# ---- mem_port_arbiter ----
Fig. 1: mem_port_arbiter, pin map
Drawn at 4 px/µm. Pins as bars across the die edge, other pins in gray.
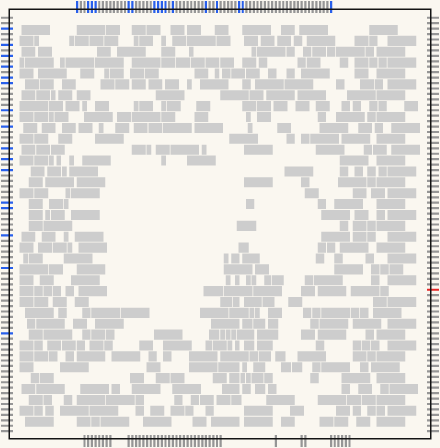
Fig. 2: mem_port_arbiter, logic cells by family
Drawn at 4 px/µm.
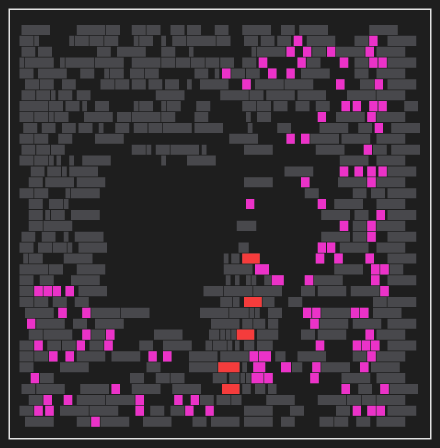
[src/rtl/mem_port_arbiter.sv]
// mem_port_arbiter: shares one single-ported fixed-latency memory between fetch (IF) and data (MEM) ports
//
// Ports:
//   clk        in   clock, rising edge
//   reset      in   synchronous active-low reset
//   if_req     in   fetch request, held with if_addr until if_ready
//   if_addr    in   [31:0] fetch address
//   if_rdata   out  [31:0] fetched word, valid only while if_ready
//   if_ready   out  one-cycle fetch completion strobe
//   d_req      in   data request, held with d_we/d_addr/d_wdata until d_ready
//   d_we       in   1=store, 0=load
//   d_addr     in   [31:0] data address
//   d_wdata    in   [31:0] store data
//   d_rdata    out  [31:0] load data, valid only while d_ready and !d_we
//   d_ready    out  one-cycle data completion strobe
//   mem_en     out  memory access enable
//   mem_we     out  memory write enable (only with mem_en)
//   mem_addr   out  [31:0] memory address
//   mem_wdata  out  [31:0] memory write data
//   mem_rdata  in   [31:0] memory read data, valid in the last beat of an access
//   stall_if   out  fetch waiting (if_req & ~if_ready)
//   stall_mem  out  data waiting (d_req & ~d_ready)
module mem_port_arbiter #(
    parameter int MEM_LAT    = 2,
    parameter int STARVE_MAX = 4
) (
    input  logic        clk,
    input  logic        reset,
    input  logic        if_req,
    input  logic [31:0] if_addr,
    output logic [31:0] if_rdata,
    output logic        if_ready,
    input  logic        d_req,
    input  logic        d_we,
    input  logic [31:0] d_addr,
    input  logic [31:0] d_wdata,
    output logic [31:0] d_rdata,
    output logic        d_ready,
    output logic        mem_en,
    output logic        mem_we,
    output logic [31:0] mem_addr,
    output logic [31:0] mem_wdata,
    input  logic [31:0] mem_rdata,
    output logic        stall_if,
    output logic        stall_mem
);
    localparam logic [1:0] IDLE   = 2'd0;
    localparam logic [1:0] BUSY_I = 2'd1;
    localparam logic [1:0] BUSY_D = 2'd2;
    localparam int BW = (MEM_LAT > 1) ? $clog2(MEM_LAT) : 1;
    localparam int SW = $clog2(STARVE_MAX + 1);
    localparam logic [BW-1:0] LAST = BW'(MEM_LAT - 1);
    localparam logic [SW-1:0] SMAX = SW'(STARVE_MAX);
    logic [1:0]    state;
    logic [BW-1:0] beat;
    logic [SW-1:0] starve;
    logic          is_i, is_d, done, decide, i_cand, d_cand, grant_i, grant_d;
    always_comb begin
        is_i      = state == BUSY_I;
        is_d      = state == BUSY_D;
        // every output is gated by reset so nothing leaks while it is held low
        mem_en    = reset && (is_i || is_d);
        done      = mem_en && beat == LAST;
        if_ready  = done && is_i;
        d_ready   = done && is_d;
        mem_we    = mem_en && is_d && d_we;
        mem_addr  = mem_en ? (is_d ? d_addr : if_addr) : 32'd0;
        mem_wdata = (mem_en && is_d) ? d_wdata : 32'd0;
        if_rdata  = if_ready ? mem_rdata : 32'd0;
        d_rdata   = (d_ready && !d_we) ? mem_rdata : 32'd0;
        // the port completing this cycle still has its request up; it must not be re-granted
        i_cand    = if_req && !if_ready;
        d_cand    = d_req && !d_ready;
        stall_if  = reset && i_cand;
        stall_mem = reset && d_cand;
        decide    = reset && (state == IDLE || done);
        grant_i   = decide && i_cand && (!d_cand || starve == SMAX);
        grant_d   = decide && d_cand && !grant_i;
    end
    always_ff @(posedge clk) begin
        if (!reset) begin
            state  <= IDLE;
            beat   <= '0;
            starve <= '0;
        end else if (grant_d) begin
            state <= BUSY_D;
            beat  <= '0;
            if (if_req && starve != SMAX)
                starve <= starve + 1'b1;
        end else if (grant_i) begin
            state  <= BUSY_I;
            beat   <= '0;
            starve <= '0;
        end else if (done) begin
            state <= IDLE;
            beat  <= '0;
        end else if (mem_en) begin
            beat <= beat + 1'b1;
        end
    end
endmodule

[config.mk]
export PLATFORM = sky130hd
export DESIGN_NAME = mem_port_arbiter
export DESIGN_NICKNAME = d
export VERILOG_FILES = /design/src/rtl/mem_port_arbiter.sv
export SDC_FILE = /design/constraint.sdc
export NUM_CORES = 1
export LEC_CHECK = 0
export CAP_MARGIN = 20
export CORE_AREA = 2 2 103 105
export CTS_CLUSTER_SIZE = 20
export DETAILED_ROUTE_END_ITERATION = 10
export DIE_AREA = 0 0 105 107
export PLACE_DENSITY_LB_ADDON = 0.25
export SLEW_MARGIN = 20
export SYNTH_ARGS = -nofsm -noshare
export SYNTH_HDL_FRONTEND = slang
export SYNTH_SLANG_ARGS = --single-unit
[constraint.sdc]
create_clock -name clk -period 4 [get_ports clk]
set_input_delay 0.8 -clock clk [delete_from_list [all_inputs] [get_ports clk]]
set_output_delay 0.8 -clock clk [all_outputs]
set_load 0.1 [all_outputs]
==> run summary <==
Reports from this run.

- The fraction of registers with async set or reset after synthesis reads 0%.
- The maximum resistive drop on vdd is 0.000102 V.
- The run finished with clean final reports.
- The total met2 wirelength after detailed routing is 4940 µm.
- The number of global-route vias before repair reads 2657.
- The power after layout is 0.720 mW.
- Averaged over all synthesized cells, the footprint is 6.77 µm².
- Counting instances in the post-synthesis netlist gives the leading cell types as sky130_fd_sc_hd__and2_1 (65), sky130_fd_sc_hd__and3_1 (34), sky130_fd_sc_hd__nor2_1 (34), sky130_fd_sc_hd__mux2i_1 (32).
- The max-slew violation count reads 0.
- The fraction of layout instances using a drive strength above 1 is 30.6%.
- Setup repair after global routing left no endpoint under its margin.
- The slack of the worst reg-to-reg path is 1840 ps.
- The power density over the cells reads 125 nW/µm².
- The area of all placed cells without fillers is 5750 µm².
- For this run, the leading register cell type out of synthesis is sky130_fd_sc_hd__dfxtp_1.
- Of the total synthesized cell area, the portion taken by AND-OR and OR-AND cells is 6.40%.
- The most frequently used library cell after synthesis is sky130_fd_sc_hd__and2_1.
- Per STA, the startpoint of the critical path is reset.
- The power group with the largest share reads combinational cells.
- The share of total power in sequential cells reads 9.2%.
- The skew report gives the latency at the later pin of the worst-skew pair as 220 ps.
- The least setup slack across all paths after layout reads 739 ps.
- The clock transition time at the flip-flop clock pins of the worst setup and hold paths reads 40 ps.
- The starting utilization of the core area reads 15.7%.
- The clock tree skew after final layout reads 1.77 ps.
- The met1 usage reads 15.8%.
## Picture notes: Fig. 1
Key: blue = d_addr [pins 32, direction input, edge 16 west, 16 north]; red = d_ready [pins 1, direction output, edge east]
height of the chip: 107 µm
die boundary width: 105 µm
buffers added on ports: 266

## Picture notes: Fig. 2
Key: magenta = AND and OR gates [cells 105, most used and2_1, where widely spread]; red = adder and majority cells [cells 5, most used ha_1, where south]
non-filler instance count after layout: 623
most used logic cell in the final layout: sky130_fd_sc_hd__buf_12
share of cell area taken by multi-input logic gates: 23.5%

## area by class of cell
type,instances,area share (%)
repair buffers,272,70.4
multi-input cells,201,23.5
well taps,136,2.96
flip-flops and latches,6,2.09
clock buffers,3,0.718
inverters,5,0.326
## how the worst min path moves through the flow
stage,cells past startpoint,startpoint,endpoint
2_1_floorplan,2,starve[1],starve[1]
5_1_grt,2,state[0],state[0]
4_1_cts,2,starve[1],starve[1]
3_3_place_gp,2,starve[1],starve[1]
3_5_place_dp,2,starve[1],starve[1]
6_report,2,starve[1],starve[1]
## registers in the layout, summed over array words and instances (netlist names)
name    cells
starve      3
state       2
beat        1

# ---- cpu_regfile_mp ----
Fig. 3: cpu_regfile_mp, port wiring
Drawn at 2 px/µm.
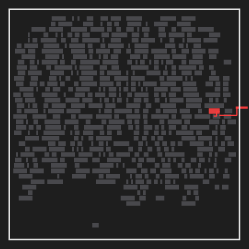
`src/rtl/cpu_regfile_mp.sv`:
```
// ============================================================================
// Module  : cpu_regfile_mp
// Brief   : 2R/1W register file with write bypass, pending scoreboard and
//           a one-register-per-cycle bulk-clear sequencer.
// Revision: 1.0 - initial release
// ============================================================================
`default_nettype none

module cpu_regfile_mp #(
  parameter int DATA_W  = 8,
  parameter int ADDR_W  = 3,
  parameter bit BYPASS  = 1'b1,
  parameter bit ZERO_R0 = 1'b0
) (
  input  logic              clk,
  input  logic              rst,
  input  logic [ADDR_W-1:0] rd_addr_a,
  output logic [DATA_W-1:0] rd_data_a,
  output logic              pend_a,
  input  logic [ADDR_W-1:0] rd_addr_b,
  output logic [DATA_W-1:0] rd_data_b,
  output logic              pend_b,
  input  logic              we,
  input  logic [ADDR_W-1:0] wr_addr,
  input  logic [DATA_W-1:0] wr_data,
  input  logic              sb_set,
  input  logic [ADDR_W-1:0] sb_addr,
  input  logic              clr_req,
  output logic              clr_busy,
  output logic              clr_done
);

  localparam int DEPTH = 2 ** ADDR_W;

  typedef enum logic [1:0] {
    S_IDLE  = 2'd0,
    S_CLEAR = 2'd1,
    S_DONE  = 2'd2
  } state_t;

  state_t              state_q, state_d;
  logic [ADDR_W-1:0]   idx_q, idx_d;
  logic [DATA_W-1:0]   mem_q [DEPTH];
  logic [DATA_W-1:0]   mem_d [DEPTH];
  logic [DEPTH-1:0]    pend_q, pend_d;

  logic wr_ok;
  logic sb_ok;

  // Writes and producer issues are only honoured while the sequencer is idle.
  assign wr_ok = (state_q == S_IDLE) && we && !(ZERO_R0 && (wr_addr == '0));
  assign sb_ok = (state_q == S_IDLE) && sb_set && !(ZERO_R0 && (sb_addr == '0));

  always_comb begin
    state_d  = state_q;
    idx_d    = idx_q;
    mem_d    = mem_q;
    pend_d   = pend_q;
    clr_busy = 1'b0;
    clr_done = 1'b0;
    case (state_q)
      S_IDLE: begin
        if (wr_ok) begin
          mem_d[wr_addr]  = wr_data;
          pend_d[wr_addr] = 1'b0;
        end
        // A set after the write-clear lets a new producer win on the same address.
        if (sb_ok) begin
          pend_d[sb_addr] = 1'b1;
        end
        if (clr_req) begin
          state_d = S_CLEAR;
          idx_d   = '0;
          pend_d  = '0;
        end
      end
      S_CLEAR: begin
        clr_busy     = 1'b1;
        mem_d[idx_q] = '0;
        if (idx_q == ADDR_W'(DEPTH - 1)) begin
          state_d = S_DONE;
        end else begin
          idx_d = idx_q + 1'b1;
        end
      end
      S_DONE: begin
        clr_done = 1'b1;
        state_d  = S_IDLE;
      end
      default: begin
        state_d = S_IDLE;
      end
    endcase
  end

  always_ff @(posedge clk) begin
    if (rst) begin
      state_q <= S_IDLE;
      idx_q   <= '0;
      mem_q   <= '{default: '0};
      pend_q  <= '0;
    end else begin
      state_q <= state_d;
      idx_q   <= idx_d;
      mem_q   <= mem_d;
      pend_q  <= pend_d;
    end
  end

  always_comb begin
    rd_data_a = mem_q[rd_addr_a];
    if (BYPASS && wr_ok && (rd_addr_a == wr_addr)) begin
      rd_data_a = wr_data;
    end
    if (ZERO_R0 && (rd_addr_a == '0)) begin
      rd_data_a = '0;
    end
    rd_data_b = mem_q[rd_addr_b];
    if (BYPASS && wr_ok && (rd_addr_b == wr_addr)) begin
      rd_data_b = wr_data;
    end
    if (ZERO_R0 && (rd_addr_b == '0)) begin
      rd_data_b = '0;
    end
  end

  assign pend_a = pend_q[rd_addr_a];
  assign pend_b = pend_q[rd_addr_b];

endmodule

`default_nettype wire

```
`config.mk`:
```
export PLATFORM = sky130hd
export DESIGN_NAME = cpu_regfile_mp
export DESIGN_NICKNAME = d
export VERILOG_FILES = /design/src/rtl/cpu_regfile_mp.sv
export SDC_FILE = /design/constraint.sdc
export NUM_CORES = 1
export LEC_CHECK = 0
export CELL_PAD_IN_SITES_DETAIL_PLACEMENT = 1
export CELL_PAD_IN_SITES_GLOBAL_PLACEMENT = 1
export CORE_UTILIZATION = 35
export DETAILED_ROUTE_END_ITERATION = 8
export PLACE_DENSITY = 0.77
export SYNTH_ARGS = -nofsm -noshare
export SYNTH_HDL_FRONTEND = slang
export SYNTH_SLANG_ARGS = --single-unit
```
`constraint.sdc`:
```
create_clock -name clk -period 2.8 [get_ports clk]
set_input_delay 0.84 -clock clk [delete_from_list [all_inputs] [get_ports clk]]
set_output_delay 0.84 -clock clk [all_outputs]
set_load 0.005 [all_outputs]
```
==> run summary <==
Reports from this run.

- Counting the fill cells in the layout gives 1273.
- The number of buffers other than clock buffers in the final layout reads 128.
- In the layout the commonest cells are sky130_fd_sc_hd__dfxtp_1 (77), sky130_fd_sc_hd__nor2_1 (75), sky130_fd_sc_hd__a22oi_1 (68).
- The data-path buffer share of cell area in the final layout reads 22.1%.
- The length of the first detailed-routing pass in iterations is 6.
- After layout, the worst setup slack is -406 ps.
- The hold path startpoint reads mem_q[49].
- The end-of-flow timing check tallies setup violations at 18.
- The run finished, with violations left.
- The predominant post-synthesis flop cell reads sky130_fd_sc_hd__dfxtp_1.
- The number of global-route vias before repair reads 4476.
- OpenSTA lists the critical path endpoint as rd_data_a[0].
- The launching element type of the critical path is an input pin.
- The final reports fail on setup timing.
- The area of all placed cells without fillers reads 6130 µm².
- The largest buffer count on any clock path is 2.
- Net switching is 25.9% of the power.
- The layout report gives the register share of total cell area as 25.1%.
- The reported clock group power reads 1.28 mW.
- For reference, the top cells by area after synthesis are sky130_fd_sc_hd__dfxtp_1 (35%), sky130_fd_sc_hd__mux4_1 (13%), sky130_fd_sc_hd__a22oi_1 (12%), sky130_fd_sc_hd__mux4_2 (7.1%), sky130_fd_sc_hd__nor2_1 (6.5%).
About Fig. 3:
Key: red = pend_b [bits 1, direction output, edge east, end cells 1, buffers 1, wire 18.4 µm]
number of primary I/O pins: 45
buffers added on ports: 44

-- worst max-delay path, delay by kind of cell --
family,cells,cell delay (ps)
buf+inv,4,430
mux,3,1090
-- cells by family after synthesis --
logic type                 synth area share (%)
AOI/OAI and AO/OA                          15.2
buffers and inverters                      5.03
and+or+nand+nor                            12.9
muxes                                      30.3
adders and majority gates                 0.566
xor gates and xnor gates                   1.19
DFF                                        34.8
-- registers in the layout (all words and copies together), names as in the netlist --
| register | count |
|---|---|
| mem_q | 64 |
| pend_q | 8 |
| state_q | 2 |
| idx_q | 3 |

# ---- pisca_leds_multi ----
$ cat src/rtl/pisca_leds_multi.sv
// Multi-channel LED blinker: per-channel OFF / ON / BLINK / BURST patterns set via a one-cycle write port.
// Define PISCA_LEDS_ACTIVE_LOW_EN to drive led_out inverted for active-low board LEDs.
module pisca_leds_multi #(
  parameter int unsigned N_CH    = 4,
  parameter int unsigned CNT_W   = 16,
  parameter int unsigned BURST_W = 8
) (
  input  logic                                        clk_in1,
  input  logic                                        rst_in1,
  input  logic                                        cfg_we,
  input  logic [((N_CH > 1) ? $clog2(N_CH) : 1)-1:0]  cfg_ch,
  input  logic [1:0]                                  cfg_mode,
  input  logic [CNT_W-1:0]                            cfg_half,
  input  logic [BURST_W-1:0]                          cfg_count,
  output logic [N_CH-1:0]                             led_out,
  output logic [N_CH-1:0]                             busy_out
);

  localparam logic [1:0] S_OFF = 2'd0;
  localparam logic [1:0] S_ON  = 2'd1;
  localparam logic [1:0] S_HI  = 2'd2;
  localparam logic [1:0] S_LO  = 2'd3;

  localparam logic [1:0] M_OFF   = 2'b00;
  localparam logic [1:0] M_ON    = 2'b01;
  localparam logic [1:0] M_BLINK = 2'b10;
  localparam logic [1:0] M_BURST = 2'b11;

`ifdef PISCA_LEDS_ACTIVE_LOW_EN
  localparam logic LED_INV = 1'b1;
`else
  localparam logic LED_INV = 1'b0;
`endif

  logic [1:0]         st_q    [N_CH];
  logic [1:0]         st_d    [N_CH];
  logic               burst_q [N_CH];
  logic               burst_d [N_CH];
  logic [CNT_W-1:0]   half_q  [N_CH];
  logic [CNT_W-1:0]   half_d  [N_CH];
  logic [CNT_W-1:0]   cnt_q   [N_CH];
  logic [CNT_W-1:0]   cnt_d   [N_CH];
  logic [BURST_W-1:0] rem_q   [N_CH];
  logic [BURST_W-1:0] rem_d   [N_CH];
  logic [N_CH-1:0]    led_q,  led_d;
  logic [N_CH-1:0]    busy_q, busy_d;

  logic [CNT_W-1:0]   half_eff_c;

  // A zero half-period is stored as one so phases always last at least a cycle.
  assign half_eff_c = (cfg_half == '0) ? CNT_W'(1) : cfg_half;

  // Next-state per channel: a write restarts the channel, otherwise phases run on.
  always_comb begin
    st_d    = st_q;
    burst_d = burst_q;
    half_d  = half_q;
    cnt_d   = cnt_q;
    rem_d   = rem_q;
    led_d   = '0;
    busy_d  = '0;
    for (int unsigned i = 0; i < N_CH; i++) begin
      if (cfg_we && (32'(cfg_ch) == i)) begin
        burst_d[i] = 1'b0;
        case (cfg_mode)
          M_OFF:   st_d[i] = S_OFF;
          M_ON:    st_d[i] = S_ON;
          M_BLINK: begin
            st_d[i]   = S_HI;
            half_d[i] = half_eff_c;
            cnt_d[i]  = half_eff_c - CNT_W'(1);
          end
          M_BURST: begin
            if (cfg_count == '0) begin
              st_d[i] = S_OFF;
            end else begin
              st_d[i]    = S_HI;
              burst_d[i] = 1'b1;
              half_d[i]  = half_eff_c;
              cnt_d[i]   = half_eff_c - CNT_W'(1);
              rem_d[i]   = cfg_count;
            end
          end
          default: st_d[i] = S_OFF;
        endcase
      end else if (st_q[i] == S_HI || st_q[i] == S_LO) begin
        if (cnt_q[i] != '0) begin
          cnt_d[i] = cnt_q[i] - CNT_W'(1);
        end else begin
          cnt_d[i] = half_q[i] - CNT_W'(1);
          if (st_q[i] == S_HI) begin
            st_d[i] = S_LO;
            if (burst_q[i] && rem_q[i] != '0) rem_d[i] = rem_q[i] - BURST_W'(1);
          end else if (burst_q[i] && rem_q[i] == '0) begin
            st_d[i]    = S_OFF;
            burst_d[i] = 1'b0;
          end else begin
            st_d[i] = S_HI;
          end
        end
      end
      led_d[i]  = LED_INV ^ ((st_d[i] == S_ON) || (st_d[i] == S_HI));
      busy_d[i] = burst_d[i] && ((st_d[i] == S_HI) || (st_d[i] == S_LO));
    end
  end

  always_ff @(posedge clk_in1) begin
    if (rst_in1) begin
      for (int unsigned i = 0; i < N_CH; i++) begin
        st_q[i]    <= S_OFF;
        burst_q[i] <= 1'b0;
        half_q[i]  <= '0;
        cnt_q[i]   <= '0;
        rem_q[i]   <= '0;
      end
      led_q  <= {N_CH{LED_INV}};
      busy_q <= '0;
    end else begin
      st_q    <= st_d;
      burst_q <= burst_d;
      half_q  <= half_d;
      cnt_q   <= cnt_d;
      rem_q   <= rem_d;
      led_q   <= led_d;
      busy_q  <= busy_d;
    end
  end

  assign led_out  = led_q;
  assign busy_out = busy_q;

endmodule

$ cat config.mk
export PLATFORM = sky130hd
export DESIGN_NAME = pisca_leds_multi
export DESIGN_NICKNAME = d
export VERILOG_FILES = /design/src/rtl/pisca_leds_multi.sv
export SDC_FILE = /design/constraint.sdc
export NUM_CORES = 1
export LEC_CHECK = 0
export ABC_AREA = 1
export CAP_MARGIN = 20
export CORE_MARGIN = 2
export CORE_UTILIZATION = 62
export DETAILED_ROUTE_END_ITERATION = 16
export HOLD_SLACK_MARGIN = 0.02
export PLACE_DENSITY = 0.81
export SLEW_MARGIN = 40
export SYNTH_ARGS = -nofsm -noshare
export SYNTH_HDL_FRONTEND = slang
export SYNTH_SLANG_ARGS = --single-unit
$ cat constraint.sdc
create_clock -name clk_in1 -period 2.38 [get_ports clk_in1]
set_input_delay 0.238 -clock clk_in1 [delete_from_list [all_inputs] [get_ports clk_in1]]
set_output_delay 0.238 -clock clk_in1 [all_outputs]
set_load 0.05 [all_outputs]
Fig. 4: pisca_leds_multi, pin map
Drawn at 3 px/µm. Pins as bars across the die edge, other pins in gray.
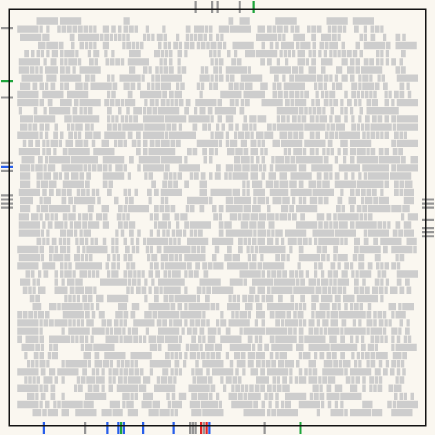
Key: blue = cfg_count [pins 8, direction input, edge 7 south, 1 west]; red = cfg_mode [pins 2, direction input, edge south]; green = busy_out [pins 4, direction output, edge 2 south, 1 north, 1 west]
die boundary width: 138 µm
buffers added on ports: 38

Fig. 5: pisca_leds_multi, sizing map
Drawn at 3 px/µm.
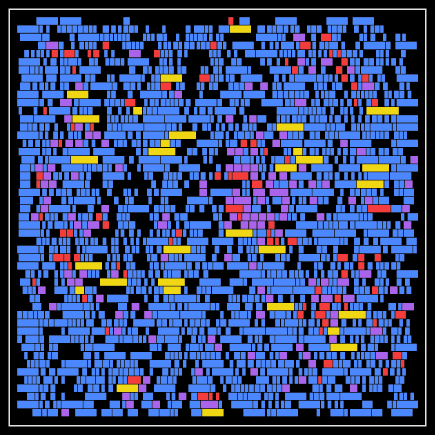
Key: purple = drive 3 to 4 [cells 145, share 7.7%, most used buf_4]; yellow = drive 6 and up [cells 30, share 1.6%, most used clkbuf_16]; blue = drive 1 or less [cells 1615, share 86%, most used nand2_1]; red = drive 2 [cells 89, share 4.7%, most used inv_2]
Area growth, synth to finish: 17.2%
Post-Layout Inst Area: 13100 µm²
Plain + repair buffers: 162
post-layout worst setup margin: 128 ps

==> run summary <==
Reports from this run.

- The flow ran to the end, and the final reports show no timing, DRC or antenna violations.
- Per the skew report, the later register of the worst-skew pair sees a clock latency of 440 ps.
- The launching element type of the critical path reads an input pin.
- The synthesis warning total reads 0.
- The nature of the critical path endpoint is a register.
- Among the non-sequential cells, simple AND/OR/NAND/NOR gates take the most area.
- The number of multi-input combinational cells in the layout reads 1264.
- In the power breakdown, the biggest contributor is combinational cells.
- The dominant cell type by count on the critical path is sky130_fd_sc_hd__nand2_1.
- The aoi/oai-family share of the synthesized area is 18.8%.
- The initial DRC count reads 1416.
- Summed over all layers, the routed wires come to 36400 µm.
- The worst hold slack after final layout reads 318 ps.
- The CTS buffer count is 17.
- Post-CTS repair ended up resizing 0 cells.
- The dominant delay contributor by cell family on the critical path is simple AND/OR/NAND/NOR gates.
Fig. 6: pisca_leds_multi, logic cells by family
Drawn at 3 px/µm.
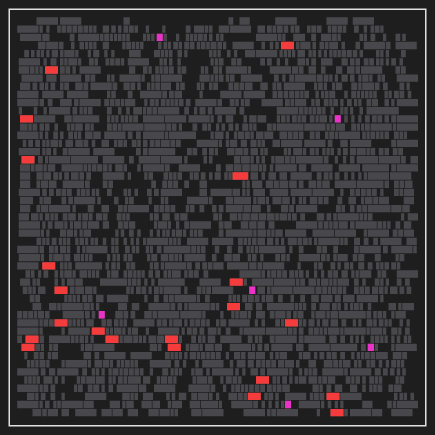
Key: magenta = AND and OR gates [cells 6, most used and2_1]; red = adder and majority cells [cells 21, most used ha_1, where widely spread]
share of cell area taken by multi-input logic gates: 48.6%
most used logic cell in the final layout: sky130_fd_sc_hd__nand2_1
non-filler instance count after layout: 2108

[placed cells by master, fill, tap and decap left out, drive strengths merged, types with 3 or more instances in the layout]
master and instances:
a211oi 8, a21oi 155, a31oi 20, and2 6
buf 125, clkbuf 17, clkdlybuf4s50 36, clkinv 9
clkinvlp 3, dfxtp 180, ha 21, inv 243
nand2 388, nand3 183, nand4 17, nor2 197
nor3 21, nor4 3, o21a 4, o21ai 189
o21bai 4, o22ai 6, o31ai 3, xnor2 9
xor2 18
[worst min-delay path, delay by kind of cell]
family        cells  cell delay [ps]
buf+inv           2              370
simple gates      1              110

# ---- uart_tx_arbiter_flat ----
### src/rtl/uart_tx_arbiter_if.sv
// Byte handshake bundle between requesters, the TX arbiter and the UART transmitter.
// master = arbiter side; slave = requesters plus transmitter side.
interface uart_tx_arbiter_if #(
   parameter int N_REQ = 4
);
   logic [N_REQ-1:0]   req_valid;
   logic [8*N_REQ-1:0] req_data;
   logic [N_REQ-1:0]   req_last;
   logic [N_REQ-1:0]   req_ready;
   logic               tx_start;
   logic [7:0]         tx_data;
   logic               tx_busy;

   modport master (
      input  req_valid, req_data, req_last, tx_busy,
      output req_ready, tx_start, tx_data
   );

   modport slave (
      output req_valid, req_data, req_last, tx_busy,
      input  req_ready, tx_start, tx_data
   );
endinterface

### src/rtl/uart_tx_arbiter.sv
// Round-robin arbiter sharing one byte-level UART transmitter among N_REQ requesters.
// Optional packet lock: define UART_ARB_LOCK_EN to keep a grantee until its req_last byte.
module uart_tx_arbiter #(
   parameter int N_REQ         = 4,
   parameter int START_TIMEOUT = 16
) (
   input  logic                     clk,
   input  logic                     rst,
   uart_tx_arbiter_if.master        bus,
   output logic [$clog2(N_REQ)-1:0] grant_id,
   output logic                     busy,
   output logic                     err
);
   localparam int IDW = $clog2(N_REQ);
   localparam int CW  = $clog2(START_TIMEOUT + 1);

   typedef enum logic [1:0] {
      ST_IDLE      = 2'd0,
      ST_WAIT_BUSY = 2'd1,
      ST_WAIT_DONE = 2'd2
   } state_t;

   state_t             state_r;
   logic [IDW-1:0]     last_r;
   logic [IDW-1:0]     grant_id_r;
   logic [CW-1:0]      cnt_r;
   logic [N_REQ-1:0]   req_ready_r;
   logic               tx_start_r;
   logic [7:0]         tx_data_r;
   logic               busy_r;
   logic               err_r;

   logic [N_REQ-1:0]   eligible_s;
   logic               win_found_s;
   logic [IDW-1:0]     win_idx_s;
   logic [N_REQ-1:0]   win_onehot_s;
   logic [7:0]         win_data_s;
   logic [7:0]         req_bytes_s [N_REQ];

   function automatic logic [IDW-1:0] rr_slot(input logic [IDW-1:0] base, input int offs);
      return IDW'((int'(base) + offs) % N_REQ);
   endfunction

   for (genvar g = 0; g < N_REQ; g++) begin : g_bytes
      assign req_bytes_s[g] = bus.req_data[8*g +: 8];
   end

`ifdef UART_ARB_LOCK_EN
   logic lock_r;

   // Restrict eligibility to the current grantee while a packet is open.
   always_comb begin
      eligible_s = bus.req_valid;
      if (lock_r) begin
         eligible_s = bus.req_valid & ({{(N_REQ-1){1'b0}}, 1'b1} << grant_id_r);
      end else begin
         eligible_s = bus.req_valid;
      end
   end
`else
   logic unused_last_s;
   assign unused_last_s = ^bus.req_last;

   // Without packet lock every valid requester competes for every byte.
   always_comb begin
      eligible_s = bus.req_valid;
   end
`endif

   // Round-robin search from last+1 upward; the descending loop lets the nearest hit win.
   always_comb begin
      win_found_s = 1'b0;
      win_idx_s   = '0;
      for (int k = N_REQ; k >= 1; k--) begin
         if (eligible_s[rr_slot(last_r, k)]) begin
            win_found_s = 1'b1;
            win_idx_s   = rr_slot(last_r, k);
         end else begin
            win_idx_s   = win_idx_s;
         end
      end
   end

   // Decode the winner into its ready bit and byte.
   always_comb begin
      win_onehot_s = {{(N_REQ-1){1'b0}}, 1'b1} << win_idx_s;
      win_data_s   = req_bytes_s[win_idx_s];
   end

   // Grant / start-watch / frame-watch sequencer with registered outputs.
   always_ff @(posedge clk) begin
      if (rst) begin
         state_r     <= ST_IDLE;
         last_r      <= IDW'(N_REQ - 1);
         grant_id_r  <= '0;
         cnt_r       <= '0;
         req_ready_r <= '0;
         tx_start_r  <= 1'b0;
         tx_data_r   <= 8'h00;
         busy_r      <= 1'b0;
         err_r       <= 1'b0;
`ifdef UART_ARB_LOCK_EN
         lock_r      <= 1'b0;
`endif
      end else begin
         tx_start_r  <= 1'b0;
         req_ready_r <= '0;
         err_r       <= 1'b0;
         case (state_r)
            ST_IDLE: begin
               if (win_found_s) begin
                  state_r     <= ST_WAIT_BUSY;
                  tx_data_r   <= win_data_s;
                  tx_start_r  <= 1'b1;
                  req_ready_r <= win_onehot_s;
                  busy_r      <= 1'b1;
                  grant_id_r  <= win_idx_s;
                  last_r      <= win_idx_s;
                  cnt_r       <= '0;
`ifdef UART_ARB_LOCK_EN
                  lock_r      <= ~bus.req_last[win_idx_s];
`endif
               end else begin
                  busy_r      <= 1'b0;
               end
            end
            ST_WAIT_BUSY: begin
               // tx_busy is checked first so a late start beats the timeout.
               if (bus.tx_busy) begin
                  state_r <= ST_WAIT_DONE;
                  cnt_r   <= '0;
               end else if (cnt_r == CW'(START_TIMEOUT - 1)) begin
                  state_r <= ST_IDLE;
                  err_r   <= 1'b1;
                  busy_r  <= 1'b0;
                  cnt_r   <= '0;
`ifdef UART_ARB_LOCK_EN
                  lock_r  <= 1'b0;
`endif
               end else begin
                  cnt_r   <= cnt_r + 1'b1;
               end
            end
            ST_WAIT_DONE: begin
               if (!bus.tx_busy) begin
                  state_r <= ST_IDLE;
                  busy_r  <= 1'b0;
               end else begin
                  busy_r  <= 1'b1;
               end
            end
            default: begin
               state_r <= ST_IDLE;
               busy_r  <= 1'b0;
               cnt_r   <= '0;
            end
         endcase
      end
   end

   assign bus.req_ready = req_ready_r;
   assign bus.tx_start  = tx_start_r;
   assign bus.tx_data   = tx_data_r;
   assign grant_id      = grant_id_r;
   assign busy          = busy_r;
   assign err           = err_r;
endmodule

### src/flat_wrapper.sv
// flat-port wrapper written by rule: the top's interface ports become plain ports
module uart_tx_arbiter_flat 
#(
   parameter int N_REQ         = 4,
   parameter int START_TIMEOUT = 16
)
  (clk, rst, grant_id, busy, err, bus_req_valid, bus_req_data, bus_req_last, bus_tx_busy, bus_req_ready, bus_tx_start, bus_tx_data);
  uart_tx_arbiter_if #(.N_REQ(N_REQ)) bus_i ();
  input  logic clk;
  input  logic rst;
  output logic [$clog2(N_REQ)-1:0] grant_id;
  output logic busy;
  output logic err;
  input wire logic [$bits(bus_i.req_valid)-1:0] bus_req_valid;
  input wire logic [$bits(bus_i.req_data)-1:0] bus_req_data;
  input wire logic [$bits(bus_i.req_last)-1:0] bus_req_last;
  input wire logic [$bits(bus_i.tx_busy)-1:0] bus_tx_busy;
  output wire logic [$bits(bus_i.req_ready)-1:0] bus_req_ready;
  output wire logic [$bits(bus_i.tx_start)-1:0] bus_tx_start;
  output wire logic [$bits(bus_i.tx_data)-1:0] bus_tx_data;
  assign bus_i.req_valid = bus_req_valid;
  assign bus_i.req_data = bus_req_data;
  assign bus_i.req_last = bus_req_last;
  assign bus_i.tx_busy = bus_tx_busy;
  assign bus_req_ready = bus_i.req_ready;
  assign bus_tx_start = bus_i.tx_start;
  assign bus_tx_data = bus_i.tx_data;
  uart_tx_arbiter #(.N_REQ(N_REQ), .START_TIMEOUT(START_TIMEOUT)) u_core (.clk(clk), .rst(rst), .bus(bus_i), .grant_id(grant_id), .busy(busy), .err(err));
endmodule
### config.mk
export PLATFORM = sky130hd
export DESIGN_NAME = uart_tx_arbiter_flat
export DESIGN_NICKNAME = d
export VERILOG_FILES = /design/src/rtl/uart_tx_arbiter_if.sv /design/src/rtl/uart_tx_arbiter.sv /design/src/flat_wrapper.sv
export SDC_FILE = /design/constraint.sdc
export NUM_CORES = 1
export LEC_CHECK = 0
export ABC_AREA = 0
export ABC_CLOCK_PERIOD_IN_PS = 1900
export CAP_MARGIN = 20
export CORE_UTILIZATION = 26
export DETAILED_ROUTE_END_ITERATION = 10
export GPL_TIMING_DRIVEN = 0
export SLEW_MARGIN = 20
export SYNTH_ARGS = -nofsm -noshare
export SYNTH_HDL_FRONTEND = slang
export SYNTH_SLANG_ARGS = --single-unit
### constraint.sdc
create_clock -name clk -period 1.9 [get_ports clk]
set_input_delay 0.57 -clock clk [delete_from_list [all_inputs] [get_ports clk]]
set_output_delay 0.57 -clock clk [all_outputs]
set_load 0.05 [all_outputs]
Fig. 7: uart_tx_arbiter_flat, cell placement
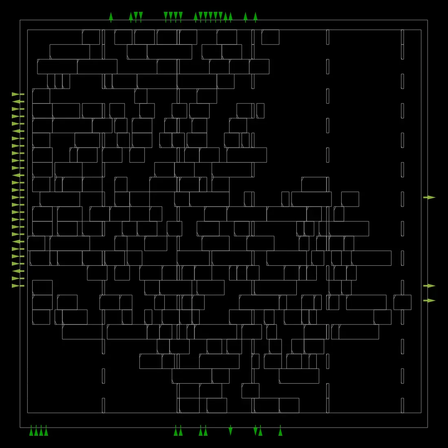
Seq area share: 24.0%
final core utilization: 42.1%
flop count: 26

Fig. 8: uart_tx_arbiter_flat, logic cells by family
Drawn at 6 px/µm.
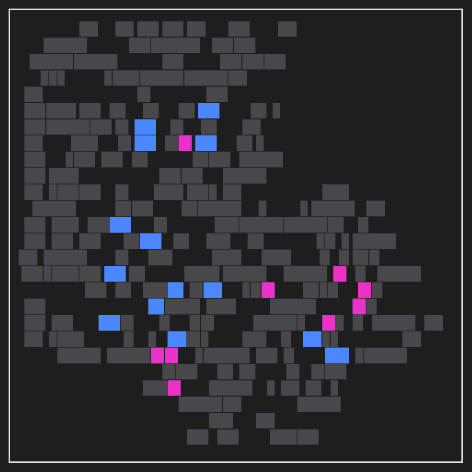
Key: blue = AND-OR and OR-AND gates [cells 14]; magenta = AND and OR gates [cells 9, most used or2_1]
most used logic cell in the final layout: sky130_fd_sc_hd__clkdlybuf4s50_1
share of cell area taken by multi-input logic gates: 40.7%
non-filler instance count after layout: 284

==> run summary <==
Reports from this run.

- Logged for this run, the post-placement worst setup slack is -807 ps.
- The worst path required time reads 2060 ps.
- The predominant post-synthesis flop cell reads sky130_fd_sc_hd__dfxtp_1.
- The power density over the cells is 752 nW/µm².
- The flow ran to the end, and the final reports show no timing, DRC or antenna violations.
- The prevailing logic family in the synthesized netlist is AND-OR/OR-AND gates.
- The detailed router reports a met2 wire length of 1770 µm.
- The combinational group power is 0.673 mW.
- Tracing the worst setup path back leads to its startpoint at bus_req_valid[3].
- The leading area contributor after synthesis is sky130_fd_sc_hd__dfxtp_1.
- The overall track demand over capacity in global routing reads 14.2%.
- For this run, the slowest stage of the critical path takes 250 ps.
- The hold path startpoint is u_core.grant_id[1].
- In this run the horizontal extent of the chip is 75.3 µm.
- Across the placement rows, the number of tap cells is 70.
- The synthesis warning total is 0.
- The worst min-delay path class is reg -> reg.
==> state kept, by name, indices dropped and copies added (netlist names) <==
signal	count
u_core.grant_id	2
u_core.bus.req_ready	4
u_core.cnt_r	5
u_core.bus.tx_data	8
u_core.last_r	2
u_core.busy	1
u_core.err	1
u_core.bus.tx_start	1
u_core.state_r	2
==> worst max-delay path: cells and delay by family <==
kind,cells,cell delay (ps)
buf+inv,3,580
simple gates,2,300
compound gates,2,270
mux,1,240

# ---- down_timer ----
Fig. 9: down_timer, sizing map
Drawn at 10 px/µm.
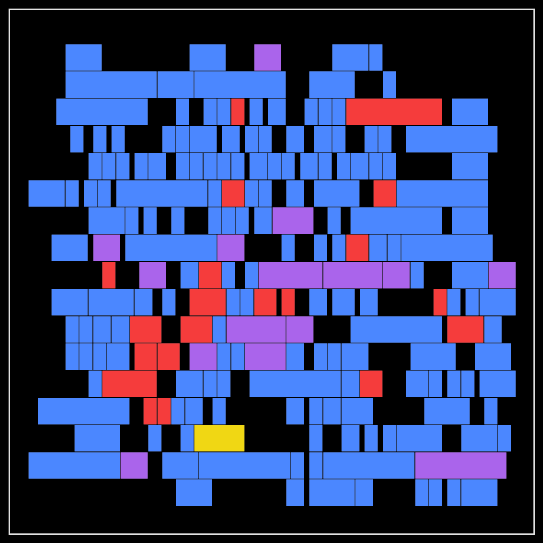
Fig. 10: down_timer, cell placement
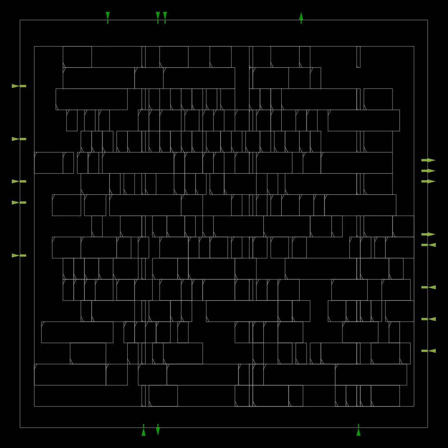
--- config.mk ---
export PLATFORM = sky130hd
export DESIGN_NAME = down_timer
export DESIGN_NICKNAME = d
export VERILOG_FILES = /design/src/rtl/down_timer_pkg.sv /design/src/rtl/tick_prescaler.sv /design/src/rtl/down_timer.sv
export SDC_FILE = /design/constraint.sdc
export NUM_CORES = 1
export LEC_CHECK = 0
export ABC_AREA = 1
export CORE_MARGIN = 1.5
export CORE_UTILIZATION = 50
export DETAILED_ROUTE_END_ITERATION = 12
export HOLD_SLACK_MARGIN = 0.05
export PLACE_DENSITY_LB_ADDON = 0.15
export SETUP_SLACK_MARGIN = 0.05
export SLEW_MARGIN = 30
export SYNTH_ARGS = -nofsm -noshare
export SYNTH_HDL_FRONTEND = slang
export SYNTH_SLANG_ARGS = --single-unit
export TNS_END_PERCENT = 30
--- constraint.sdc ---
create_clock -name clk -period 1.7 [get_ports clk]
set_input_delay 0.17 -clock clk [delete_from_list [all_inputs] [get_ports clk]]
set_output_delay 0.17 -clock clk [all_outputs]
set_load 0.005 [all_outputs]
--- src/rtl/down_timer_pkg.sv ---
// Shared types and default sizes for the down-counting timer.
package down_timer_pkg;

  // Timer control states; the encoding is visible to anything that probes state.
  typedef enum logic [1:0] {
    IDLE   = 2'b00,
    RUN    = 2'b01,
    PAUSED = 2'b10,
    DONE   = 2'b11
  } timer_state_t;

  localparam int DEFAULT_WIDTH      = 4;
  localparam int DEFAULT_PRESCALE_W = 4;

endpackage

--- src/rtl/tick_prescaler.sv ---
// Cycle divider: produces one tick every prescale+1 enabled cycles.
// The tick is combinational so the timer can act on it in the same cycle.
module tick_prescaler
  import down_timer_pkg::*;
#(
  parameter int PRESCALE_W = DEFAULT_PRESCALE_W
) (
  input  logic                  clk,
  input  logic                  rst,
  input  logic                  en,
  input  logic                  clr,
  input  logic [PRESCALE_W-1:0] prescale,
  output logic                  tick
);

  logic [PRESCALE_W-1:0] presc;

  // Comparing with >= lets a lowered divisor fire on the very next enabled cycle.
  assign tick = en && (presc >= prescale);

  // Divider register: cleared on a fresh launch, advances or wraps only while counting.
  always_ff @(posedge clk or posedge rst) begin
    if (rst) begin
      presc <= '0;
    end else if (clr) begin
      presc <= '0;
    end else if (en) begin
      if (tick) begin
        presc <= '0;
      end else begin
        presc <= presc + 1'b1;
      end
    end
  end

endmodule

--- src/rtl/down_timer.sv ---
// Loadable down-counting timer with prescaler, pause/resume and auto-reload.
// Holds the control FSM, the count/reload registers and the registered outputs.
module down_timer
  import down_timer_pkg::*;
#(
  parameter int WIDTH      = DEFAULT_WIDTH,
  parameter int PRESCALE_W = DEFAULT_PRESCALE_W
) (
  input  logic                  clk,
  input  logic                  rst,
  input  logic                  load,
  input  logic [WIDTH-1:0]      load_val,
  input  logic                  start,
  input  logic                  pause,
  input  logic                  auto_reload,
  input  logic [PRESCALE_W-1:0] prescale,
  output logic [WIDTH-1:0]      count,
  output logic                  busy,
  output logic                  expire
);

  localparam logic [WIDTH-1:0] ONE = WIDTH'(1);

  timer_state_t     state;
  logic [WIDTH-1:0] reload;
  logic             launch;
  logic             run_en;
  logic             presc_clr;
  logic             tick;

  // A launch is a start from IDLE or DONE; resuming from PAUSED keeps the divider phase.
  // The divider only advances on cycles where the timer really counts, so a
  // pause or load issued in RUN freezes or clears it instead.
  assign launch    = start && ((state == IDLE) || (state == DONE));
  assign run_en    = (state == RUN) && !pause && !load;
  assign presc_clr = load || launch;

  tick_prescaler #(
    .PRESCALE_W(PRESCALE_W)
  ) u_prescaler (
    .clk      (clk),
    .rst      (rst),
    .en       (run_en),
    .clr      (presc_clr),
    .prescale (prescale),
    .tick     (tick)
  );

  // Control FSM with load > pause > start priority; all outputs are registered here.
  always_ff @(posedge clk or posedge rst) begin
    if (rst) begin
      state  <= IDLE;
      count  <= '0;
      reload <= '0;
      busy   <= 1'b0;
      expire <= 1'b0;
    end else begin
      expire <= 1'b0;
      if (load) begin
        reload <= load_val;
        count  <= load_val;
        state  <= IDLE;
        busy   <= 1'b0;
      end else begin
        unique case (state)
          IDLE: begin
            if (start) begin
              state <= RUN;
              busy  <= 1'b1;
            end
          end
          DONE: begin
            if (start) begin
              count <= reload;
              state <= RUN;
              busy  <= 1'b1;
            end
          end
          PAUSED: begin
            if (start) begin
              state <= RUN;
            end
          end
          RUN: begin
            if (pause) begin
              state <= PAUSED;
            end else if (count == '0) begin
              // Launched with nothing to count: expire at once, even with auto-reload.
              state  <= DONE;
              busy   <= 1'b0;
              expire <= 1'b1;
            end else if (tick) begin
              if (count > ONE) begin
                count <= count - ONE;
              end else if (auto_reload && (reload != '0)) begin
                count  <= reload;
                expire <= 1'b1;
              end else begin
                count  <= '0;
                expire <= 1'b1;
                state  <= DONE;
                busy   <= 1'b0;
              end
            end
          end
          default: begin
            state <= IDLE;
            busy  <= 1'b0;
          end
        endcase
      end
    end
  end

endmodule
==> run summary <==
Reports from this run.

- Yosys attributes the largest share of cell area to sky130_fd_sc_hd__dfrtp_1 (33%), sky130_fd_sc_hd__nand2_1 (20%), sky130_fd_sc_hd__ha_1 (10%), sky130_fd_sc_hd__nand3_1 (7.0%), sky130_fd_sc_hd__inv_1 (4.9%).
- The clock tree skew after final layout reads 4.33 ps.
- The mean cell area of the mapped netlist reads 7.00 µm².
- The adder-cell share of the synthesized area reads 10.3%.
- Per the Yosys statistics, synthesis produced 174 cells.
- During tapcell insertion the tool placed 28 well taps.
- The worst hold slack after final layout is 239 ps.
- The count of input and output buffers reads 19.
- Data arrives at the worst endpoint at 1750 ps.
- The run finished with clean final reports.
- The start point of the critical path reads count[0].
- The first TritonRoute pass finished after 4 iterations.
- The net total in the final layout reads 226.
- The routed design could run at a clock period as short as 1550 ps.
- The TritonCTS clock tree is yes.
- The relative max-transition margin is 57.7%.
- The power after layout reads 1.74 mW.
- The reported clock group power reads 0.271 mW.
- The number of instances in the synthesized netlist is 174.
- For reference, the critical path cell chain is inv_1 -> ha_1 -> o21ai_4 -> nor2_1 -> o21ai_1 -> nand2_1 -> nand3_1 -> nand2_1.
About Fig. 9:
Key: blue = drive 1 or less [cells 165, share 82%, most used nand2_1]; purple = drive 3 to 4 [cells 15, share 7.5%, most used buf_4]; yellow = drive 6 and up [cells 1, share 0.50%, most used clkbuf_8]; red = drive 2 [cells 20, share 10%, most used inv_2]
Area growth, synth to finish: 27.2%
Plain + repair buffers: 25
Post-Layout Inst Area: 1550 µm²
post-layout worst setup margin: 147 ps

About Fig. 10:
non-filler instance count after layout: 229
# fillers: 183
core region area: 2250 µm²
final core utilization: 68.7%
flop count: 16

[sequential cells by signal, summed over array words and instances (netlist names)]
signal / count
expire: 1
busy: 1
count: 4
reload: 4
state: 2
u_prescaler.presc: 4
[repair_timing]
| action | in CTS | in global routing |
|---|---|---|
| endpoints found under the setup margin | 0 | 10 |
| endpoints found under the hold margin | 0 | 0 |
| setup buffers | 0 | 1 |
| resized | 0 | 7 |
[per-layer routing]
metal,share of wire (%),up-vias,track usage [%]
li1,-,605,-
met1,45,550,28.4
met2,48,38,37.9
met3,5.0,5,3.71
met4,1.5,0,9.40
met5,0,-,0

# ---- uart_rx_ext ----
Fig. 11: uart_rx_ext, sizing map
Drawn at 6 px/µm.
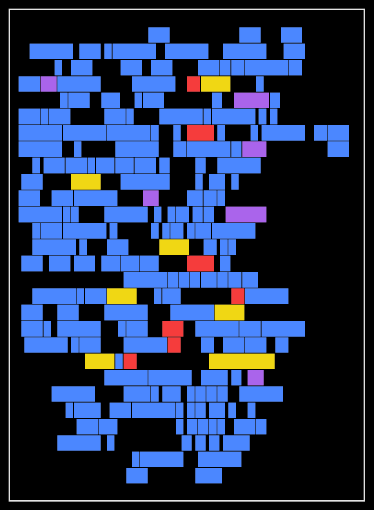
Fig. 12: uart_rx_ext, pin map
Drawn at 6 px/µm. Pins as bars across the die edge, other pins in gray.
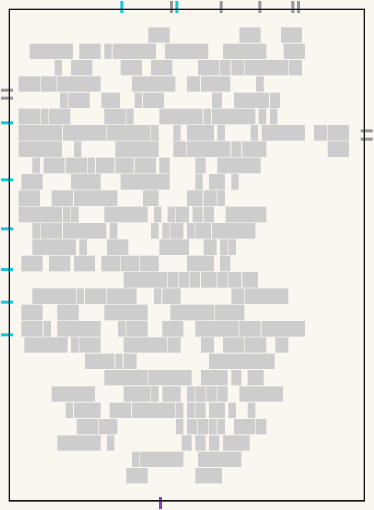
Fig. 13: uart_rx_ext, port wiring
Drawn at 3 px/µm.
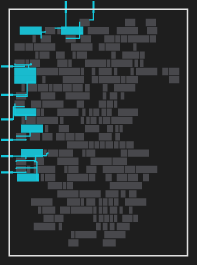
File: config.mk
export PLATFORM = sky130hd
export DESIGN_NAME = uart_rx_ext
export DESIGN_NICKNAME = d
export VERILOG_FILES = /design/src/rtl/uart_rx_ext.sv
export SDC_FILE = /design/constraint.sdc
export NUM_CORES = 1
export LEC_CHECK = 0
export CAP_MARGIN = 15
export CORE_ASPECT_RATIO = 1.4
export CORE_UTILIZATION = 40
export DETAILED_ROUTE_END_ITERATION = 8
export GPL_ROUTABILITY_DRIVEN = 0
export GPL_TIMING_DRIVEN = 1
export PLACE_DENSITY = 0.69
export REMOVE_ABC_BUFFERS = 1
export SYNTH_ARGS = -nofsm -noshare
export SYNTH_HDL_FRONTEND = slang
export SYNTH_SLANG_ARGS = --single-unit
File: constraint.sdc
create_clock -name clk -period 3.9 [get_ports clk]
set_input_delay 0.78 -clock clk [delete_from_list [all_inputs] [get_ports clk]]
set_output_delay 0.78 -clock clk [all_outputs]
set_load 0.01 [all_outputs]
File: src/rtl/uart_rx_ext.sv
// Oversampling UART receiver: configurable frame format, majority-vote bit decisions,
// parity/framing/break/overrun detection and a one-word valid/ready holding register.
module uart_rx_ext #(
    parameter int CLOCK_HZ   = 160,
    parameter int BAUD_RATE  = 10,
    parameter int OVERSAMPLE = 16,
    parameter int DATA_BITS  = 8,
    parameter int PARITY     = 0,
    parameter int STOP_BITS  = 1
) (
    input  logic                 clk,
    input  logic                 reset,
    input  logic                 rx,
    output logic                 out_valid,
    input  logic                 out_ready,
    output logic [DATA_BITS-1:0] out_data,
    output logic                 out_parity_err,
    output logic                 out_frame_err,
    output logic                 out_break,
    output logic                 overrun,
    input  logic                 overrun_clr
);

    localparam int DIV   = CLOCK_HZ / (BAUD_RATE * OVERSAMPLE);
    localparam int DIV_S = (DIV < 1) ? 1 : DIV;
    localparam int TW    = (DIV_S > 1) ? $clog2(DIV_S) : 1;
    localparam int SW    = $clog2(OVERSAMPLE);
    localparam int IW    = $clog2(DATA_BITS);

    localparam logic [SW-1:0] SC_A    = SW'(OVERSAMPLE / 2 - 1);
    localparam logic [SW-1:0] SC_B    = SW'(OVERSAMPLE / 2);
    localparam logic [SW-1:0] SC_DEC  = SW'(OVERSAMPLE / 2 + 1);
    localparam logic [SW-1:0] SC_LAST = SW'(OVERSAMPLE - 1);
    localparam logic [TW-1:0] TICK_LAST = TW'(DIV_S - 1);
    localparam logic [IW-1:0] IDX_LAST  = IW'(DATA_BITS - 1);
    localparam logic          STOP_LAST = 1'(STOP_BITS - 1);
    localparam logic          PAR_ODD   = (PARITY == 2);

    if (DATA_BITS < 5 || DATA_BITS > 9) begin : g_bad_data_bits
        $error("uart_rx_ext: DATA_BITS must be in 5..9");
    end
    if (PARITY < 0 || PARITY > 2) begin : g_bad_parity
        $error("uart_rx_ext: PARITY must be 0, 1 or 2");
    end
    if (STOP_BITS < 1 || STOP_BITS > 2) begin : g_bad_stop_bits
        $error("uart_rx_ext: STOP_BITS must be 1 or 2");
    end
    if (DIV < 1) begin : g_bad_div
        $error("uart_rx_ext: CLOCK_HZ too low for BAUD_RATE*OVERSAMPLE");
    end
    if ((OVERSAMPLE % 2) != 0 || OVERSAMPLE < 8) begin : g_bad_os
        $error("uart_rx_ext: OVERSAMPLE must be even and at least 8");
    end

    typedef enum logic [2:0] {
        S_IDLE, S_START, S_DATA, S_PAR, S_STOP, S_BRKWAIT
    } state_t;

    state_t r_state, w_next;

    logic r_sync1, r_sync2, r_rxs_d;
    logic w_rxs;
    logic [TW-1:0] r_tick;
    logic [SW-1:0] r_sc;
    logic w_tick, w_dec_pt;
    logic r_sa, r_sb, w_bit;

    logic [DATA_BITS-1:0] r_data;
    logic [IW-1:0]        r_idx;
    logic                 r_stop_idx;
    logic                 r_ferr, r_perr, r_zero;
    logic                 w_par_exp, w_last_data, w_last_stop;

    logic w_fall, w_dec, w_complete, w_ferr_fin, w_brk_fin;
    logic w_drop, w_load;

    logic                 r_valid, r_out_perr, r_out_ferr, r_out_brk, r_overrun;
    logic [DATA_BITS-1:0] r_out_data;

    // Two-flop synchroniser plus one extra stage for falling-edge detection
    always_ff @(posedge clk) begin
        if (reset) begin
            r_sync1 <= 1'b1;
            r_sync2 <= 1'b1;
            r_rxs_d <= 1'b1;
        end else begin
            r_sync1 <= rx;
            r_sync2 <= r_sync1;
            r_rxs_d <= r_sync2;
        end
    end

    assign w_rxs = r_sync2;

    assign w_tick   = (r_tick == TICK_LAST);
    assign w_dec_pt = w_tick && (r_sc == SC_DEC);

    // Both the tick divider and the sample counter re-phase to the start edge
    always_ff @(posedge clk) begin
        if (reset) begin
            r_tick <= '0;
            r_sc   <= '0;
        end else if (w_fall) begin
            r_tick <= '0;
            r_sc   <= '0;
        end else begin
            r_tick <= w_tick ? '0 : r_tick + TW'(1);
            if (w_tick && r_state != S_IDLE)
                r_sc <= (r_sc == SC_LAST) ? '0 : r_sc + SW'(1);
        end
    end

    always_ff @(posedge clk) begin
        if (reset) begin
            r_sa <= 1'b1;
            r_sb <= 1'b1;
        end else begin
            if (w_tick && r_sc == SC_A) r_sa <= w_rxs;
            if (w_tick && r_sc == SC_B) r_sb <= w_rxs;
        end
    end

    // Third vote is the live sample taken on the decision tick itself
    assign w_bit = (r_sa & r_sb) | (r_sa & w_rxs) | (r_sb & w_rxs);

    assign w_par_exp   = (^r_data) ^ PAR_ODD;
    assign w_last_data = (r_idx == IDX_LAST);
    assign w_last_stop = (r_stop_idx == STOP_LAST);

    always_ff @(posedge clk) begin
        if (reset) r_state <= S_IDLE;
        else       r_state <= w_next;
    end

    always_comb begin
        w_next = r_state;
        case (r_state)
            S_IDLE:    if (w_fall) w_next = S_START;
            S_START:   if (w_dec) w_next = w_bit ? S_IDLE : S_DATA;
            S_DATA:    if (w_dec && w_last_data) w_next = (PARITY != 0) ? S_PAR : S_STOP;
            S_PAR:     if (w_dec) w_next = S_STOP;
            S_STOP:    if (w_complete) w_next = w_brk_fin ? S_BRKWAIT : S_IDLE;
            S_BRKWAIT: if (w_rxs) w_next = S_IDLE;
            default:   w_next = S_IDLE;
        endcase
    end

    always_comb begin
        w_fall     = 1'b0;
        w_dec      = 1'b0;
        w_complete = 1'b0;
        w_ferr_fin = r_ferr;
        w_brk_fin  = 1'b0;
        case (r_state)
            S_IDLE:  w_fall = !w_rxs && r_rxs_d;
            S_START, S_DATA, S_PAR: w_dec = w_dec_pt;
            S_STOP: begin
                w_dec      = w_dec_pt;
                w_complete = w_dec_pt && w_last_stop;
                w_ferr_fin = r_ferr | ~w_bit;
                w_brk_fin  = r_zero & ~w_bit;
            end
            default: ;
        endcase
    end

    // Frame assembly; r_zero tracks "every bit after start was 0" for break detection
    always_ff @(posedge clk) begin
        if (reset) begin
            r_data     <= '0;
            r_idx      <= '0;
            r_stop_idx <= 1'b0;
            r_ferr     <= 1'b0;
            r_perr     <= 1'b0;
            r_zero     <= 1'b0;
        end else if (w_fall) begin
            r_data     <= '0;
            r_idx      <= '0;
            r_stop_idx <= 1'b0;
            r_ferr     <= 1'b0;
            r_perr     <= 1'b0;
            r_zero     <= 1'b1;
        end else if (w_dec) begin
            case (r_state)
                S_DATA: begin
                    r_data <= {w_bit, r_data[DATA_BITS-1:1]};
                    r_idx  <= r_idx + IW'(1);
                    r_zero <= r_zero & ~w_bit;
                end
                S_PAR: begin
                    r_perr <= w_bit ^ w_par_exp;
                    r_zero <= r_zero & ~w_bit;
                end
                S_STOP: begin
                    r_ferr     <= r_ferr | ~w_bit;
                    r_zero     <= r_zero & ~w_bit;
                    r_stop_idx <= 1'b1;
                end
                default: ;
            endcase
        end
    end

    assign w_drop = w_complete && r_valid && !out_ready;
    assign w_load = w_complete && !w_drop;

    always_ff @(posedge clk) begin
        if (reset) begin
            r_valid    <= 1'b0;
            r_out_data <= '0;
            r_out_perr <= 1'b0;
            r_out_ferr <= 1'b0;
            r_out_brk  <= 1'b0;
            r_overrun  <= 1'b0;
        end else begin
            if (w_load) begin
                r_valid    <= 1'b1;
                r_out_data <= r_data;
                r_out_perr <= r_perr;
                r_out_ferr <= w_ferr_fin;
                r_out_brk  <= w_brk_fin;
            end else if (r_valid && out_ready) begin
                r_valid <= 1'b0;
            end
            // A drop in the same cycle as a clear leaves the flag set
            if (w_drop)           r_overrun <= 1'b1;
            else if (overrun_clr) r_overrun <= 1'b0;
        end
    end

    assign out_valid      = r_valid;
    assign out_data       = r_out_data;
    assign out_parity_err = r_out_perr;
    assign out_frame_err  = r_out_ferr;
    assign out_break      = r_out_brk;
    assign overrun        = r_overrun;

endmodule

==> run summary <==
Reports from this run.

- The pin closest to its max-slew limit shows a slew of 715 ps.
- The overall track demand over capacity in global routing is 14.7%.
- The run finished with clean final reports.
- The largest buffer count on any clock path is 2.
- Of all nets on the critical path, the largest fanout is 13.
- The launching point of the worst reg2reg path reads r_sc[1].
- Entering global routing, the biggest net connects 24 pins.
- The clock transition time at the flip-flop clock pins of the worst setup and hold paths reads 80 ps.
- The largest contributor to cell area by class is combinational gates.
- The maximum resistive drop on vdd reads 0.000228 V.
- Signal nets in the final route climb as high as met4.
- The number of vias after detailed routing is 1296.
- The number of antenna violations at the first check in global routing reads 0.
- The internal portion of the total power is 0.687 mW.
- The hold path startpoint is r_sync1.
- The layout report gives the multi-input gate share of total cell area as 42.8%.
- The net total in the final layout reads 217.
- The leading area contributor after synthesis reads sky130_fd_sc_hd__dfxtp_1.
- The post-synth tally of flip-flops with integrated enable reads 0.
- The slack of the worst reg-to-reg path is 1740 ps.
- The total met2 wirelength after detailed routing reads 1490 µm.
- The area after detailed placement reads 2020 µm².
- Setup repair after global routing left no endpoint under its margin.
- The final layout report lists a filler cell count of 398.
## Picture notes: Fig. 11
Key: red = drive 2 [cells 7, share 3.4%, most used or2_2]; yellow = drive 6 and up [cells 7, share 3.4%, most used clkbuf_8]; purple = drive 3 to 4 [cells 6, share 2.9%, most used buf_4]; blue = drive 1 or less [cells 188, share 90%, most used dfxtp_1]
Plain + repair buffers: 20
post-layout worst setup margin: 1740 ps

## Picture notes: Fig. 12
Key: purple = rx [pins 1, direction input, edge south]; cyan = out_data [pins 8, direction output, edge 6 west, 2 north]
buffers added on ports: 17
die boundary width: 58.9 µm
height of the chip: 81.7 µm

## Picture notes: Fig. 13
Key: cyan = out_data [bits 8, direction output, edge 6 west, 2 north, end cells 8, buffers 8, wire 135 µm]
number of primary I/O pins: 18

logic make-up after synthesis:
logic type,share of synthesized area (%)
buffers and inverters,4.41
multiplexers,12.1
XOR/XNOR,5.10
other,0.207
AND/OR/NAND/NOR,20.3
adder cells (fa/ha/maj),4.00
flip-flops,45.2
AND-OR/OR-AND,8.55
flip-flops by register name, summed over array words and instances (netlist names), 3 cells and up:
name      count
r_idx         3
out_data      8
r_data        8
r_sc          4
r_state       3
layer usage:
layer	vias up	GRT usage, %
met3	6	3.78
met1	599	18.1
met5	-	0
met2	23	24.2
li1	668	-
met4	0	6.43


## Gallery

Logic cells by family.
panel A
Drawn at 10 px/µm.
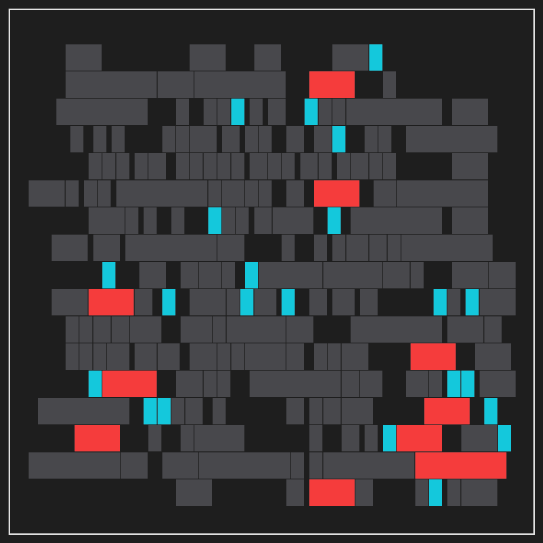
panel B
Drawn at 6 px/µm.
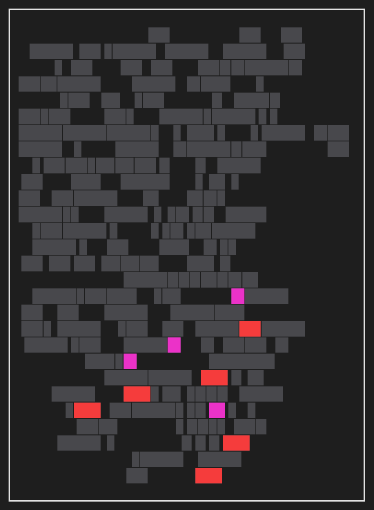
panel C
Drawn at 4 px/µm.
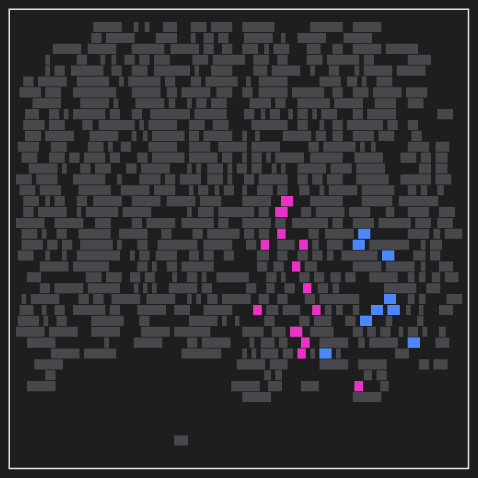
cpu_regfile_mp is panel C.
down_timer is panel A.
uart_rx_ext is panel B.

Power figures rest on the tool's default switching activity, not on a simulated workload.
